==================== design 1
<file path="config.mk">
export PLATFORM = sky130hd
export DESIGN_NAME = instr_prefetch_unit
export DESIGN_NICKNAME = d
export VERILOG_FILES = /design/src/rtl/instr_prefetch_unit.sv
export SDC_FILE = /design/constraint.sdc
export NUM_CORES = 1
export LEC_CHECK = 0
export ABC_AREA = 1
export CAP_MARGIN = 40
export CORE_ASPECT_RATIO = 1.2
export CORE_UTILIZATION = 50
export DETAILED_ROUTE_END_ITERATION = 10
export HOLD_SLACK_MARGIN = 0.03
export MAX_ROUTING_LAYER = met4
export PLACE_DENSITY = 0.7
export SLEW_MARGIN = 20
export SYNTH_ARGS = -nofsm -noshare
export SYNTH_HDL_FRONTEND = slang
export SYNTH_SLANG_ARGS = --single-unit
</file>
<file path="constraint.sdc">
create_clock -name clk -period 5.6 [get_ports clk]
set_input_delay 1.12 -clock clk [delete_from_list [all_inputs] [get_ports clk]]
set_output_delay 1.12 -clock clk [all_outputs]
set_load 0.02 [all_outputs]
</file>
<file path="src/rtl/instr_prefetch_unit.sv">
// Instruction prefetch unit: small load-able instruction memory, a RUN/HALTED
// fetch FSM and a circular prefetch queue presented to the IF/ID stage.
module instr_prefetch_unit #(
    parameter int          IMEM_WORDS = 32,
    parameter int          QDEPTH     = 4,
    parameter logic [7:0]  HALT_CODE  = 8'hFF,
    localparam int         PCW        = $clog2(IMEM_WORDS),
    localparam int         CW         = $clog2(QDEPTH + 1)
) (
    input  logic           clk,
    input  logic           reset,
    input  logic           load_en,
    input  logic [PCW-1:0] load_addr,
    input  logic [7:0]     load_data,
    input  logic           redirect,
    input  logic [PCW-1:0] redirect_pc,
    input  logic           instr_ready,
    output logic           instr_valid,
    output logic [7:0]     instr_out,
    output logic [PCW-1:0] instr_pc,
    output logic           halted,
    output logic [CW-1:0]  q_count
);

    localparam int PTRW = (QDEPTH > 1) ? $clog2(QDEPTH) : 1;

    localparam logic [0:0] ST_RUN    = 1'b0;
    localparam logic [0:0] ST_HALTED = 1'b1;

    logic [7:0]     imem    [IMEM_WORDS];
    logic [7:0]     q_instr [QDEPTH];
    logic [PCW-1:0] q_pc    [QDEPTH];

    logic [0:0]     state;
    logic [PCW-1:0] fetch_pc;
    logic [PTRW-1:0] rd_ptr;
    logic [PTRW-1:0] wr_ptr;
    logic [CW-1:0]  count;
    logic [7:0]     hold_instr;
    logic [PCW-1:0] hold_pc;

    logic [7:0]     fetch_word;
    logic           full;
    logic           do_enq;
    logic           do_deq;
    logic [PTRW-1:0] rd_next;
    logic [PTRW-1:0] wr_next;
    logic [PCW-1:0] pc_next;

    assign fetch_word = imem[fetch_pc];
    assign full       = (count == CW'(QDEPTH));
    assign do_enq     = (state == ST_RUN) && !full && !load_en;
    assign do_deq     = instr_valid && instr_ready;
    assign rd_next    = (rd_ptr == PTRW'(QDEPTH - 1)) ? '0 : rd_ptr + PTRW'(1);
    assign wr_next    = (wr_ptr == PTRW'(QDEPTH - 1)) ? '0 : wr_ptr + PTRW'(1);
    assign pc_next    = (fetch_pc == PCW'(IMEM_WORDS - 1)) ? '0 : fetch_pc + PCW'(1);

    // Memory is deliberately left out of reset so a program can be loaded while reset is held.
    always_ff @(posedge clk) begin
        if (load_en)
            imem[load_addr] <= load_data;
    end

    always_ff @(posedge clk) begin
        if (!reset && !redirect && do_enq) begin
            q_instr[wr_ptr] <= fetch_word;
            q_pc[wr_ptr]    <= fetch_pc;
        end
    end

    always_ff @(posedge clk) begin
        if (reset) begin
            state      <= ST_RUN;
            fetch_pc   <= '0;
            rd_ptr     <= '0;
            wr_ptr     <= '0;
            count      <= '0;
            hold_instr <= 8'h00;
            hold_pc    <= '0;
        end else if (redirect) begin
            state    <= ST_RUN;
            fetch_pc <= redirect_pc;
            rd_ptr   <= '0;
            wr_ptr   <= '0;
            count    <= '0;
        end else begin
            if (do_enq) begin
                wr_ptr   <= wr_next;
                fetch_pc <= pc_next;
                if (fetch_word == HALT_CODE)
                    state <= ST_HALTED;
            end
            // Remember the departing head so an empty queue keeps showing it.
            if (do_deq) begin
                rd_ptr     <= rd_next;
                hold_instr <= q_instr[rd_ptr];
                hold_pc    <= q_pc[rd_ptr];
            end
            if (do_enq && !do_deq)
                count <= count + CW'(1);
            else if (!do_enq && do_deq)
                count <= count - CW'(1);
        end
    end

    assign instr_valid = (count != '0);
    assign instr_out   = instr_valid ? q_instr[rd_ptr] : hold_instr;
    assign instr_pc    = instr_valid ? q_pc[rd_ptr]    : hold_pc;
    assign halted      = (state == ST_HALTED);
    assign q_count     = count;

endmodule

</file>
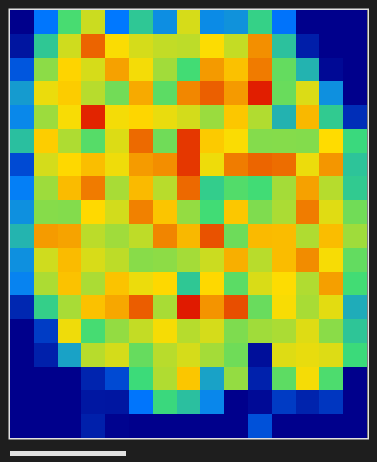
*Cell area per tile, design 1*
Scale bar: 50 um. The die is cut into 15 by 18 equal tiles; dark blue is low, red is high, 0 to 100% covered.
fullest tile = 97%
nearly empty tiles = 12%
emptiest ninth of the die = south-west
Initial Util: 51.1%
core area: 27200 um^2
final core utilization: 57.2%

==> deck_impl_summary.md <==
Flow Results at a Glance

Critical path
  • Worst EP required: 4.48 ns
  • Critical path class: reg2out
  • Worst setup EP type: output pin
  • Crit-path max FO: 26

Logic synthesis
  • Top cells by count: nand2_1, edfxtp_1, nand3_1
  • Flip-flops with a built-in enable: 308
  • Top-area cell share: 66.6%
  • Synthesis warning total: 0
  • Mapped Area: 13900 um^2

Finish
  • Inverters excl. clock: 45
  • Post-layout net count: 1300

Timing
  • Slew Limit Fails: 0
  • Final setup skew: 0.0109 ns

Job
  • Tally of OpenROAD warnings: 29

Run status
  • Status: completed

Placement
  • Pre-CTS setup slack: 1.82 ns

Clocking
  • Reg clk slew, reported paths: 0.06 ns
  • Post-CTS Setup Bufs: 0

Die
  • # IOs: 41

Pwr
  • PwrDens: 351 nW/um^2
  • Flop pwr share: 52.7%

Global routing
  • Number of antenna violations at the first check in global routing: 0
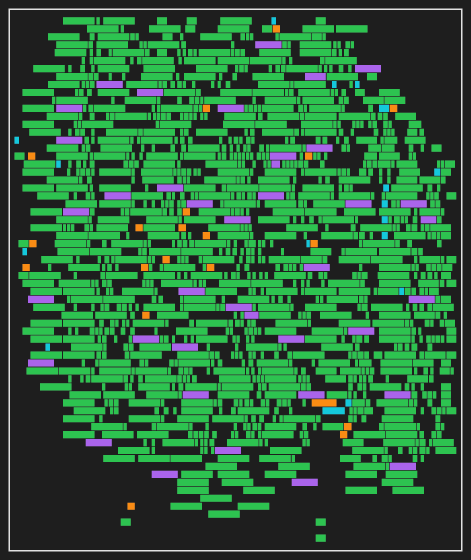
*Cell sizes after repair, design 1*
purple -> _6 and larger  # cells 39
green -> _0 and _1 cells  # cells 1211
orange -> _3 and _4 cells  # cells 20
cyan -> _2 cells  # cells 17
Final Cell Area: 15500 um^2
Area Growth Syn to Fin: 11.8%

## kinds of logic after synthesis
logic type / count (synthesis) / synth area share, %
fa+ha+maj: 9 / 0.865
flops: 341 / 71.3
simple gates: 663 / 19.8
xor+xnor: 1 / 0.0631
buf+inv: 110 / 3.71
compound gates: 111 / 4.23
## how the worst max path moves through the flow
stage                   start                   end  slack (ns)
finish              flip-flop          instr_out[5]        1.69
floorplan           flip-flop          instr_out[1]        2.88
global route        flip-flop           instr_pc[4]        1.44
detailed placement  flip-flop           instr_pc[2]        1.82
global placement     redirect  q_pc[2][2]$_DFFE_PP_        1.75
CTS                 flip-flop          instr_out[5]        1.27
## metal layers
metal,wire length [um],vias to the layer above,global-route usage (%)
li1,-,4350,-
met1,12500,4414,27.4
met2,15500,281,38.5
met3,1600,63,2.68
met4,756,0,7.40
met5,0,-,-
## flip-flops by register name (all words and copies together) (netlist names), named ones only
register	cells
fetch_pc	5
halted	1
hold_instr	8
hold_pc	5
imem	256
q_count	3
q_instr	32
q_pc	20
rd_ptr	2
wr_ptr	2

==================== design 2
## src/rtl/sar_conv_scheduler.sv

```systemverilog
// Sequences an 8-bit SAR ADC over multiplexed channels: select, settle, oversample,
// average, then stream one tagged result per channel over valid/ready.
module sar_conv_scheduler #(
    parameter int unsigned NCH      = 4,
    parameter int unsigned CH_W     = 2,
    parameter int unsigned SETTLE   = 4,
    parameter int unsigned OSR_LOG2 = 2,
    parameter int unsigned TIMEOUT  = 32
) (
    input  logic            clk,
    input  logic            rst,
    input  logic            en,
    input  logic            continuous,
    input  logic [NCH-1:0]  ch_mask,
    output logic [CH_W-1:0] mux_sel,
    output logic            sar_start,
    input  logic            sar_done,
    input  logic [7:0]      sar_result,
    output logic            res_valid,
    input  logic            res_ready,
    output logic [7:0]      res_data,
    output logic [CH_W-1:0] res_ch,
    output logic            busy,
    output logic            timeout_err
);
    localparam int unsigned ACC_W = 8 + OSR_LOG2;
    localparam int unsigned CNT_W = OSR_LOG2 + 1;
    localparam int unsigned SET_W = $clog2(SETTLE) + 1;
    localparam int unsigned TMO_W = $clog2(TIMEOUT) + 1;
    localparam int unsigned NAVG  = 1 << OSR_LOG2;

    typedef enum logic [2:0] {
        StIdle,
        StSelect,
        StStart,
        StWait,
        StOutput,
        StNext
    } state_e;

    state_e           state_q, state_d;
    logic [NCH-1:0]   mask_q, mask_d;
    logic [CH_W-1:0]  ptr_q, ptr_d;
    logic [CH_W-1:0]  ch_q, ch_d;
    logic [CH_W-1:0]  first_q, first_d;
    logic [SET_W-1:0] settle_q, settle_d;
    logic [TMO_W-1:0] tmo_q, tmo_d;
    logic [ACC_W-1:0] acc_q, acc_d;
    logic [CNT_W-1:0] cnt_q, cnt_d;
    logic [7:0]       data_q, data_d;
    logic             err_q, err_d;

    logic [ACC_W-1:0] acc_sum;
    logic [CH_W-1:0]  nxt_ch;
    logic             pass_done;

    // First set bit of m at or after index 'from', wrapping past NCH-1.
    function automatic logic [CH_W-1:0] find_set(input logic [NCH-1:0] m,
                                                 input int unsigned from);
        logic [CH_W-1:0] r;
        logic            hit;
        int unsigned     idx;
        r   = '0;
        hit = 1'b0;
        for (int unsigned i = 0; i < NCH; i++) begin
            idx = (from + i) % NCH;
            if (!hit && (|(m & (NCH'(1) << idx)))) begin
                r   = CH_W'(idx);
                hit = 1'b1;
            end
        end
        return r;
    endfunction

    // Distance of channel c ahead of the pass's first channel f, modulo NCH.
    function automatic int unsigned rel_pos(input logic [CH_W-1:0] c,
                                            input logic [CH_W-1:0] f);
        return (32'(c) + NCH - 32'(f)) % NCH;
    endfunction

    always_ff @(posedge clk) begin
        if (rst) begin
            state_q  <= StIdle;
            mask_q   <= '0;
            ptr_q    <= '0;
            ch_q     <= '0;
            first_q  <= '0;
            settle_q <= '0;
            tmo_q    <= '0;
            acc_q    <= '0;
            cnt_q    <= '0;
            data_q   <= '0;
            err_q    <= 1'b0;
        end else begin
            state_q  <= state_d;
            mask_q   <= mask_d;
            ptr_q    <= ptr_d;
            ch_q     <= ch_d;
            first_q  <= first_d;
            settle_q <= settle_d;
            tmo_q    <= tmo_d;
            acc_q    <= acc_d;
            cnt_q    <= cnt_d;
            data_q   <= data_d;
            err_q    <= err_d;
        end
    end

    always_comb begin
        state_d   = state_q;
        mask_d    = mask_q;
        ptr_d     = ptr_q;
        ch_d      = ch_q;
        first_d   = first_q;
        settle_d  = settle_q;
        tmo_d     = tmo_q;
        acc_d     = acc_q;
        cnt_d     = cnt_q;
        data_d    = data_q;
        err_d     = err_q;
        acc_sum   = acc_q + ACC_W'(sar_result);
        nxt_ch    = find_set(mask_q, 32'(ch_q) + 32'd1);
        // Wrapping back to or past the first channel ends the pass.
        pass_done = rel_pos(nxt_ch, first_q) <= rel_pos(ch_q, first_q);

        unique case (state_q)
            StIdle: begin
                if (en && (ch_mask != '0)) begin
                    mask_d   = ch_mask;
                    err_d    = 1'b0;
                    ch_d     = find_set(ch_mask, 32'(ptr_q));
                    first_d  = ch_d;
                    settle_d = '0;
                    state_d  = StSelect;
                end
            end
            StSelect: begin
                if (settle_q == SET_W'(SETTLE - 1)) begin
                    state_d = StStart;
                end else begin
                    settle_d = settle_q + SET_W'(1);
                end
            end
            StStart: begin
                tmo_d   = '0;
                state_d = StWait;
            end
            StWait: begin
                // A done arriving on the last allowed cycle still counts.
                if (sar_done) begin
                    acc_d = acc_sum;
                    cnt_d = cnt_q + CNT_W'(1);
                    if (cnt_q == CNT_W'(NAVG - 1)) begin
                        data_d  = 8'(acc_sum >> OSR_LOG2);
                        state_d = StOutput;
                    end else begin
                        state_d = StStart;
                    end
                end else if (tmo_q == TMO_W'(TIMEOUT - 1)) begin
                    err_d   = 1'b1;
                    acc_d   = '0;
                    cnt_d   = '0;
                    state_d = StNext;
                end else begin
                    tmo_d = tmo_q + TMO_W'(1);
                end
            end
            StOutput: begin
                if (res_ready) begin
                    acc_d   = '0;
                    cnt_d   = '0;
                    state_d = StNext;
                end
            end
            StNext: begin
                ptr_d = nxt_ch;
                if (!en) begin
                    state_d = StIdle;
                end else if (!pass_done) begin
                    ch_d     = nxt_ch;
                    settle_d = '0;
                    state_d  = StSelect;
                end else if (continuous) begin
                    mask_d = ch_mask;
                    if (ch_mask != '0) begin
                        ch_d     = find_set(ch_mask, 32'(nxt_ch));
                        first_d  = ch_d;
                        settle_d = '0;
                        state_d  = StSelect;
                    end else begin
                        state_d = StIdle;
                    end
                end else begin
                    state_d = StIdle;
                end
            end
            default: state_d = StIdle;
        endcase
    end

    assign mux_sel     = ch_q;
    assign res_ch      = ch_q;
    assign res_data    = data_q;
    assign sar_start   = (state_q == StStart);
    assign res_valid   = (state_q == StOutput);
    assign busy        = (state_q != StIdle);
    assign timeout_err = err_q;

endmodule

```

## config.mk

```make
export PLATFORM = sky130hd
export DESIGN_NAME = sar_conv_scheduler
export DESIGN_NICKNAME = d
export VERILOG_FILES = /design/src/rtl/sar_conv_scheduler.sv
export SDC_FILE = /design/constraint.sdc
export NUM_CORES = 1
export LEC_CHECK = 0
export ABC_AREA = 1
export CAP_MARGIN = 20
export CORE_UTILIZATION = 45
export CTS_CLUSTER_DIAMETER = 200
export DETAILED_ROUTE_END_ITERATION = 12
export PLACE_DENSITY_LB_ADDON = 0.25
export REMOVE_ABC_BUFFERS = 1
export SLEW_MARGIN = 20
export SYNTH_ARGS = -nofsm -noshare
export SYNTH_HDL_FRONTEND = slang
export SYNTH_SLANG_ARGS = --single-unit
```

## constraint.sdc

```tcl
create_clock -name clk -period 2.86 [get_ports clk]
set_input_delay 0.572 -clock clk [delete_from_list [all_inputs] [get_ports clk]]
set_output_delay 0.572 -clock clk [all_outputs]
set_load 0.01 [all_outputs]
```

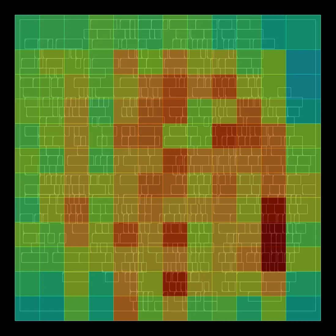
*Track usage over the die, design 2*
grt met3 use: 3.18%
GR Util met2: 41.1%

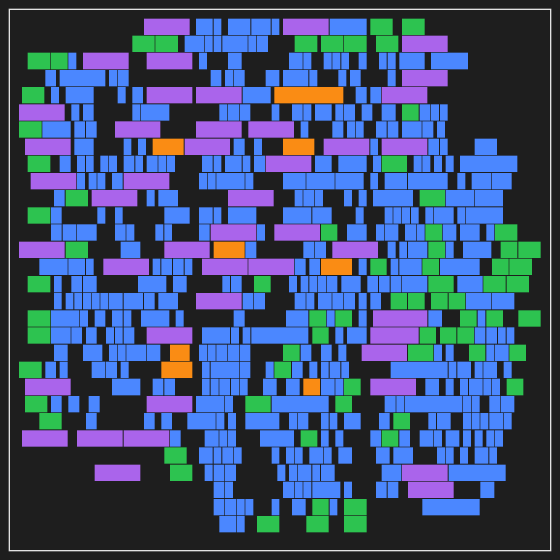
*Placement by cell class, design 2*
blue -> combinational and other logic  # cells 412, share of their area 60%
green -> other buffers and delay cells  # cells 71, share of their area 15%
purple -> flops  # cells 44, share of their area 22%
orange -> clock drivers and dummy loads  # cells 8, share of their area 2.8%
num rows: 30
final core utilization: 62.3%

==> deck_impl_summary.md <==
Flow Results at a Glance

Logic synthesis
  • YS chip area: 3150 um^2
  • Synth Area in Adders: 12.2%
  • Main synth FF type: dfxtp_1
  • Synthesis warning total: 0

Finish
  • Biggest register: acc_q
  • Post-route insts no fill: 615
  • Clock network area share: 2.73%
  • Clkbuf count: 5
  • Share of layout cells above drive strength 1: 23.0%

Pwr
  • Flop pwr share: 14.2%

Clocking
  • Reg clk slew, reported paths: 0.09 ns

Timing
  • Final setup viols: 11
  • Setup slack after layout: -0.223 ns
  • Max Freq: 0.324 GHz

Global routing
  • Vias in the first global route: 3037

Run status
  • Status: complete, but fails checks
  • Violated checks: negative setup slack

Hold path
  • Worst Hold Class: reg2reg

Critical path
  • CP max stage cell: dfxtp_2
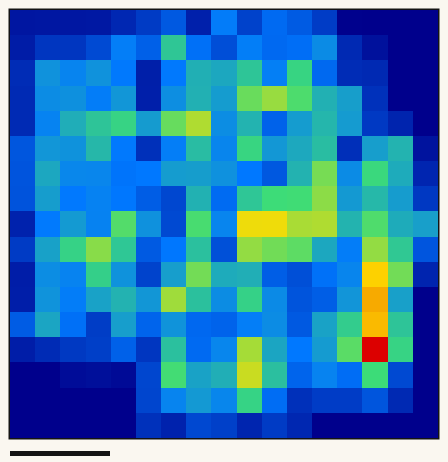
*Routed metal per tile, design 2*
Scale bar: 20 um. The die is cut into 17 by 17 equal tiles; dark blue is low, red is high, scaled to the fullest tile. Values are wire area over tile area, all layers added.
fullest tile = 0.65
emptiest ninth of the die = south-west
nearly empty tiles = 11%
mean over tiles = 0.17
tiles over half the peak = 11%
WL/cell: 13.2 um
total global-route track usage: 22.3%
vias after detailed routing: 3238

-- timing repair --
| action | 4_1_cts | 5_1_grt |
|---|---|---|
| setup endpoints to repair | 12 | 12 |
| buffers inserted | 9 | 4 |
| gates resized | 40 | 44 |
| cloned | 0 | 0 |
| pin swaps | 17 | 25 |
| hold buffers | 0 | 0 |
-- final timing paths --
check,to,start,cells after the start
max,mask_q[3]$_SDFFE_PP0P_,mux_sel[0]$_SDFFE_PP0P_,21
min,cnt_q[1]$_SDFFE_PP0P_,cnt_q[1]$_SDFFE_PP0P_,2
max reg2reg,mask_q[3]$_SDFFE_PP0P_,mux_sel[0]$_SDFFE_PP0P_,21
min reg2reg,cnt_q[1]$_SDFFE_PP0P_,cnt_q[1]$_SDFFE_PP0P_,2
-- layout by cell type (no fill, tap or decap), types with 8 or more instances in the layout --
cell and count:
xor2_1 12, clkdlybuf4s50_1 33, inv_1 52, nand2_1 92, nand3_1 15, a21oi_1 48, dfxtp_1 42, nor2_1 32
inv_2 13, ha_1 20, buf_4 33, o21ai_0 27, nand4_1 8
-- routing by layer --
metal | global-route usage [%] | wire length [um]
met1 | 26.8 | 3460
met2 | 41.1 | 4180
met3 | 3.18 | 302
met4 | 6.97 | 150
met5 | 0 | 0

==================== design 3
### Track usage over the die, design 3

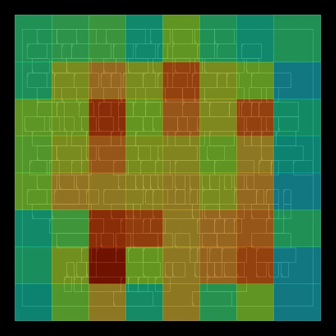
### Placement by cell class, design 3

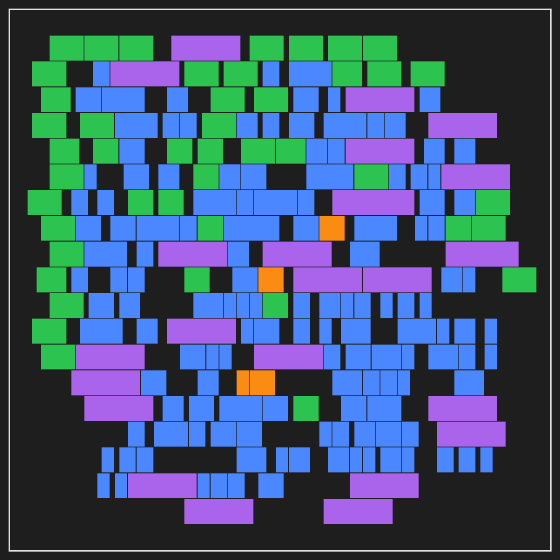
[config.mk]
export PLATFORM = sky130hd
export DESIGN_NAME = uart_tx_arbiter
export DESIGN_NICKNAME = d
export VERILOG_FILES = /design/src/rtl/uart_pkg.sv /design/src/rtl/uart_frame_timer.sv /design/src/rtl/uart_tx_arbiter.sv
export SDC_FILE = /design/constraint.sdc
export NUM_CORES = 1
export LEC_CHECK = 0
export CAP_MARGIN = 40
export CORE_UTILIZATION = 45
export DETAILED_ROUTE_END_ITERATION = 8
export PLACE_DENSITY = 0.76
export SETUP_SLACK_MARGIN = 0.4
export SLEW_MARGIN = 20
export SYNTH_ARGS = -nofsm -noshare
export SYNTH_HDL_FRONTEND = slang
export SYNTH_HIERARCHICAL = 1
export SYNTH_SLANG_ARGS = --single-unit
[constraint.sdc]
create_clock -name i_clk -period 2.27 [get_ports i_clk]
set_input_delay 0.227 -clock i_clk [delete_from_list [all_inputs] [get_ports i_clk]]
set_output_delay 0.227 -clock i_clk [all_outputs]
set_load 0.01 [all_outputs]
[src/rtl/uart_pkg.sv]
// uart_pkg
// Shared definitions for the UART transmit path: controller state encoding,
// default baud/frame timing, and a helper for the frame period in clocks.
package uart_pkg;

    // IDLE: arbitrating. ISSUE: one-cycle write strobe. WAIT: frame in flight.
    typedef enum logic [1:0] {
        ST_IDLE  = 2'd0,
        ST_ISSUE = 2'd1,
        ST_WAIT  = 2'd2
    } state_t;

    // 16 MHz system clock, 115200 baud.
    localparam int unsigned DEFAULT_CLOCK_PER_BAUD = 138;
    // Start bit + 8 data bits + stop bit.
    localparam int unsigned DEFAULT_FRAME_BITS     = 10;

    function automatic int unsigned frame_period(input int unsigned clock_per_baud,
                                                 input int unsigned frame_bits);
        return clock_per_baud * frame_bits;
    endfunction

endpackage

[src/rtl/uart_frame_timer.sv]
// uart_frame_timer
// Loadable down-counter that measures one UART frame time.
// Ports:
//   i_clk        system clock (rising edge)
//   i_reset      synchronous active-high reset, loads RESET_VALUE
//   i_load       load i_load_value this cycle (has priority over i_dec)
//   i_load_value value to load
//   i_dec        decrement by one; holds at zero
//   o_zero       counter currently equals zero
module uart_frame_timer #(
    parameter int unsigned W           = 8,
    parameter int unsigned RESET_VALUE = 0
) (
    input  logic         i_clk,
    input  logic         i_reset,
    input  logic         i_load,
    input  logic [W-1:0] i_load_value,
    input  logic         i_dec,
    output logic         o_zero
);

    logic [W-1:0] r_count;

    always_ff @(posedge i_clk) begin
        if (i_reset) begin
            r_count <= W'(RESET_VALUE);
        end else if (i_load) begin
            r_count <= i_load_value;
        end else if (i_dec && (r_count != '0)) begin
            r_count <= r_count - W'(1);
        end
    end

    assign o_zero = (r_count == '0);

endmodule

[src/rtl/uart_tx_arbiter.sv]
// uart_tx_arbiter
// Round-robin arbiter between two byte requesters (A, B) feeding a UART
// transmitter. Accepts one byte, issues a one-cycle write strobe, then waits
// a full frame time before accepting the next byte.
//
// Handshake: a byte moves on any rising edge where valid and ready are both
// high. Ready is only offered in IDLE, never depends on a requester that is
// not valid, and at most one ready is high per cycle. Requesters keep data
// stable while valid and not yet ready.
//
// Ports:
//   i_clk, i_reset                 clock, synchronous active-high reset
//   i_a_data/i_a_valid/o_a_ready   requester A
//   i_b_data/i_b_valid/o_b_ready   requester B
//   o_uart_write_data              byte for the uart (holds last issued byte)
//   o_uart_write_enable            one-cycle write strobe
//   o_grant_id                     requester of last accepted byte (0=A, 1=B)
//   o_busy                         controller not in IDLE
//   o_dbg_state                    current controller state
module uart_tx_arbiter
    import uart_pkg::*;
#(
    parameter int unsigned CLOCK_PER_BAUD = DEFAULT_CLOCK_PER_BAUD,
    parameter int unsigned FRAME_BITS     = DEFAULT_FRAME_BITS
) (
    input  logic       i_clk,
    input  logic       i_reset,
    input  logic [7:0] i_a_data,
    input  logic       i_a_valid,
    output logic       o_a_ready,
    input  logic [7:0] i_b_data,
    input  logic       i_b_valid,
    output logic       o_b_ready,
    output logic [7:0] o_uart_write_data,
    output logic       o_uart_write_enable,
    output logic       o_grant_id,
    output logic       o_busy,
    output state_t     o_dbg_state
);

    localparam int unsigned PERIOD = frame_period(CLOCK_PER_BAUD, FRAME_BITS);
    localparam int unsigned CW     = (PERIOD > 1) ? $clog2(PERIOD) : 1;

    if (PERIOD < 3) begin : g_period_check
        $error("uart_tx_arbiter: CLOCK_PER_BAUD*FRAME_BITS must be at least 3");
    end

    state_t     r_state;
    state_t     w_next_state;
    logic [7:0] r_data;
    logic       r_grant_id;
    logic       r_ptr;          // last granted requester
    logic       w_winner;
    logic       w_transfer;
    logic       w_a_ready;
    logic       w_b_ready;
    logic       w_load;
    logic       w_dec;
    logic       w_zero;

    // Tie goes to the requester that was not granted last; a lone valid
    // requester wins regardless of the pointer.
    assign w_winner = (i_a_valid && i_b_valid) ? ~r_ptr : ~i_a_valid;

    // ISSUE lasts one cycle and IDLE->ISSUE costs one more, so the timer
    // covers the remaining PERIOD-2 cycles of the frame: PERIOD-3 down to 0.
    // After reset it starts at PERIOD-1 so a frame the uart may still be
    // sending is fully covered before the first acceptance.
    uart_frame_timer #(
        .W           (CW),
        .RESET_VALUE (PERIOD - 1)
    ) u_frame_timer (
        .i_clk        (i_clk),
        .i_reset      (i_reset),
        .i_load       (w_load),
        .i_load_value (CW'(PERIOD - 3)),
        .i_dec        (w_dec),
        .o_zero       (w_zero)
    );

    always_ff @(posedge i_clk) begin
        if (i_reset) begin
            r_state    <= ST_WAIT;
            r_data     <= 8'h00;
            r_grant_id <= 1'b0;
            r_ptr      <= 1'b1;
        end else begin
            r_state <= w_next_state;
            if (w_transfer) begin
                r_data     <= w_winner ? i_b_data : i_a_data;
                r_grant_id <= w_winner;
                r_ptr      <= w_winner;
            end
        end
    end

    always_comb begin
        w_next_state = r_state;
        w_transfer   = 1'b0;
        w_a_ready    = 1'b0;
        w_b_ready    = 1'b0;
        w_load       = 1'b0;
        w_dec        = 1'b0;
        case (r_state)
            ST_IDLE: begin
                if ((i_a_valid || i_b_valid) && !i_reset) begin
                    w_transfer   = 1'b1;
                    w_a_ready    = ~w_winner;
                    w_b_ready    = w_winner;
                    w_next_state = ST_ISSUE;
                end
            end
            ST_ISSUE: begin
                w_load       = 1'b1;
                w_next_state = ST_WAIT;
            end
            ST_WAIT: begin
                w_dec = 1'b1;
                if (w_zero) begin
                    w_next_state = ST_IDLE;
                end
            end
            default: begin
                w_next_state = ST_WAIT;
            end
        endcase
    end

    // Outputs are forced to their reset values for every cycle reset is
    // high, including the first one before the state register has reacted.
    assign o_a_ready           = w_a_ready;
    assign o_b_ready           = w_b_ready;
    assign o_uart_write_enable = (r_state == ST_ISSUE) && !i_reset;
    assign o_uart_write_data   = i_reset ? 8'h00 : r_data;
    assign o_grant_id          = i_reset ? 1'b0 : r_grant_id;
    assign o_busy              = i_reset || (r_state != ST_IDLE);
    assign o_dbg_state         = r_state;

endmodule

==> deck_impl_summary.md <==
Flow Results at a Glance

Hold path
  • Hold Path Origin: i_a_valid

Finish
  • MI comb cells: 128
  • Inverters excl. clock: 8
  • Non-clock buffers, area share: 22.8%
  • FF+latch count: 23
  • Count of plain and timing-repair buffers: 45
  • Clock network area share: 1.44%
  • Area Growth Syn to Fin: 33.6%

Clocking
  • Hold Buf Count CTS: 0

Timing
  • Slew headroom: 64.5%
  • Final setup skew: 0.00654 ns

Logic synthesis
  • Top-area cell share: 33.7%
  • Synth top cell by count: dfxtp_1

Run status
  • Status: completed

Critical path
  • R2R Path End: u_frame_timer/r_count[7]$_SDFFE_PP0P_
  • Flop2flop setup slack: 0.49 ns

Global routing
  • Vias in the first global route: 1313

Pwr
  • Power Combinational: 0.0950 mW
Notes on 'Track usage over the die' of design 3 above:
met1 GRT Util: 29.5%
grt met3 use: 2.04%

Notes on 'Placement by cell class' of design 3 above:
blue -> combinational and other logic  # cells 136, share of their area 49%
green -> other buffers and delay cells  # cells 45, share of their area 23%
orange -> clock drivers and dummy loads  # cells 4, share of their area 1.5%
purple -> flops  # cells 23, share of their area 26%
Final Cell Area: 1820 um^2
num rows: 19
core area: 2810 um^2
final core utilization: 65.0%

stage by stage:
step | worst slack (ns) | power (mW) | hold slack (ns) | std cells | cell area (um^2)
finish | 0.489 | 0.701 | 0.455 | 239 | 1820
global route | 0.376 | 0.737 | 0.468 | 239 | 1820
CTS | 0.468 | 0.710 | 0.452 | 239 | 1820
detailed placement | 0.197 | 0.525 | 0.501 | 233 | 1780
global placement | 0.237 | 0.520 | 0.473 | 233 | 1780
floorplan | 0.469 | 0.477 | 0.405 | 170 | 1400
worst max path at each step:
| stage | slack, ns | to | startpoint |
|---|---|---|---|
| 6_report | 0.49 | o_uart_write_enable | o_dbg_state[0]$_SDFFE_PP0P_ |
| 3_5_place_dp | 0.20 | o_a_ready | i_a_valid |
| 2_1_floorplan | 0.47 | u_frame_timer/r_count[7]$_SDFFE_PP0P_ | o_dbg_state[1]$_SDFFE_PP1P_ |
| 5_1_grt | 0.38 | o_uart_write_enable | o_dbg_state[0]$_SDFFE_PP0P_ |
| 3_3_place_gp | 0.24 | o_a_ready | i_a_valid |
| 4_1_cts | 0.47 | u_frame_timer/r_count[7]$_SDFFE_PP0P_ | o_dbg_state[1]$_SDFFE_PP1P_ |

Power is estimated from default activity; no workload was simulated.
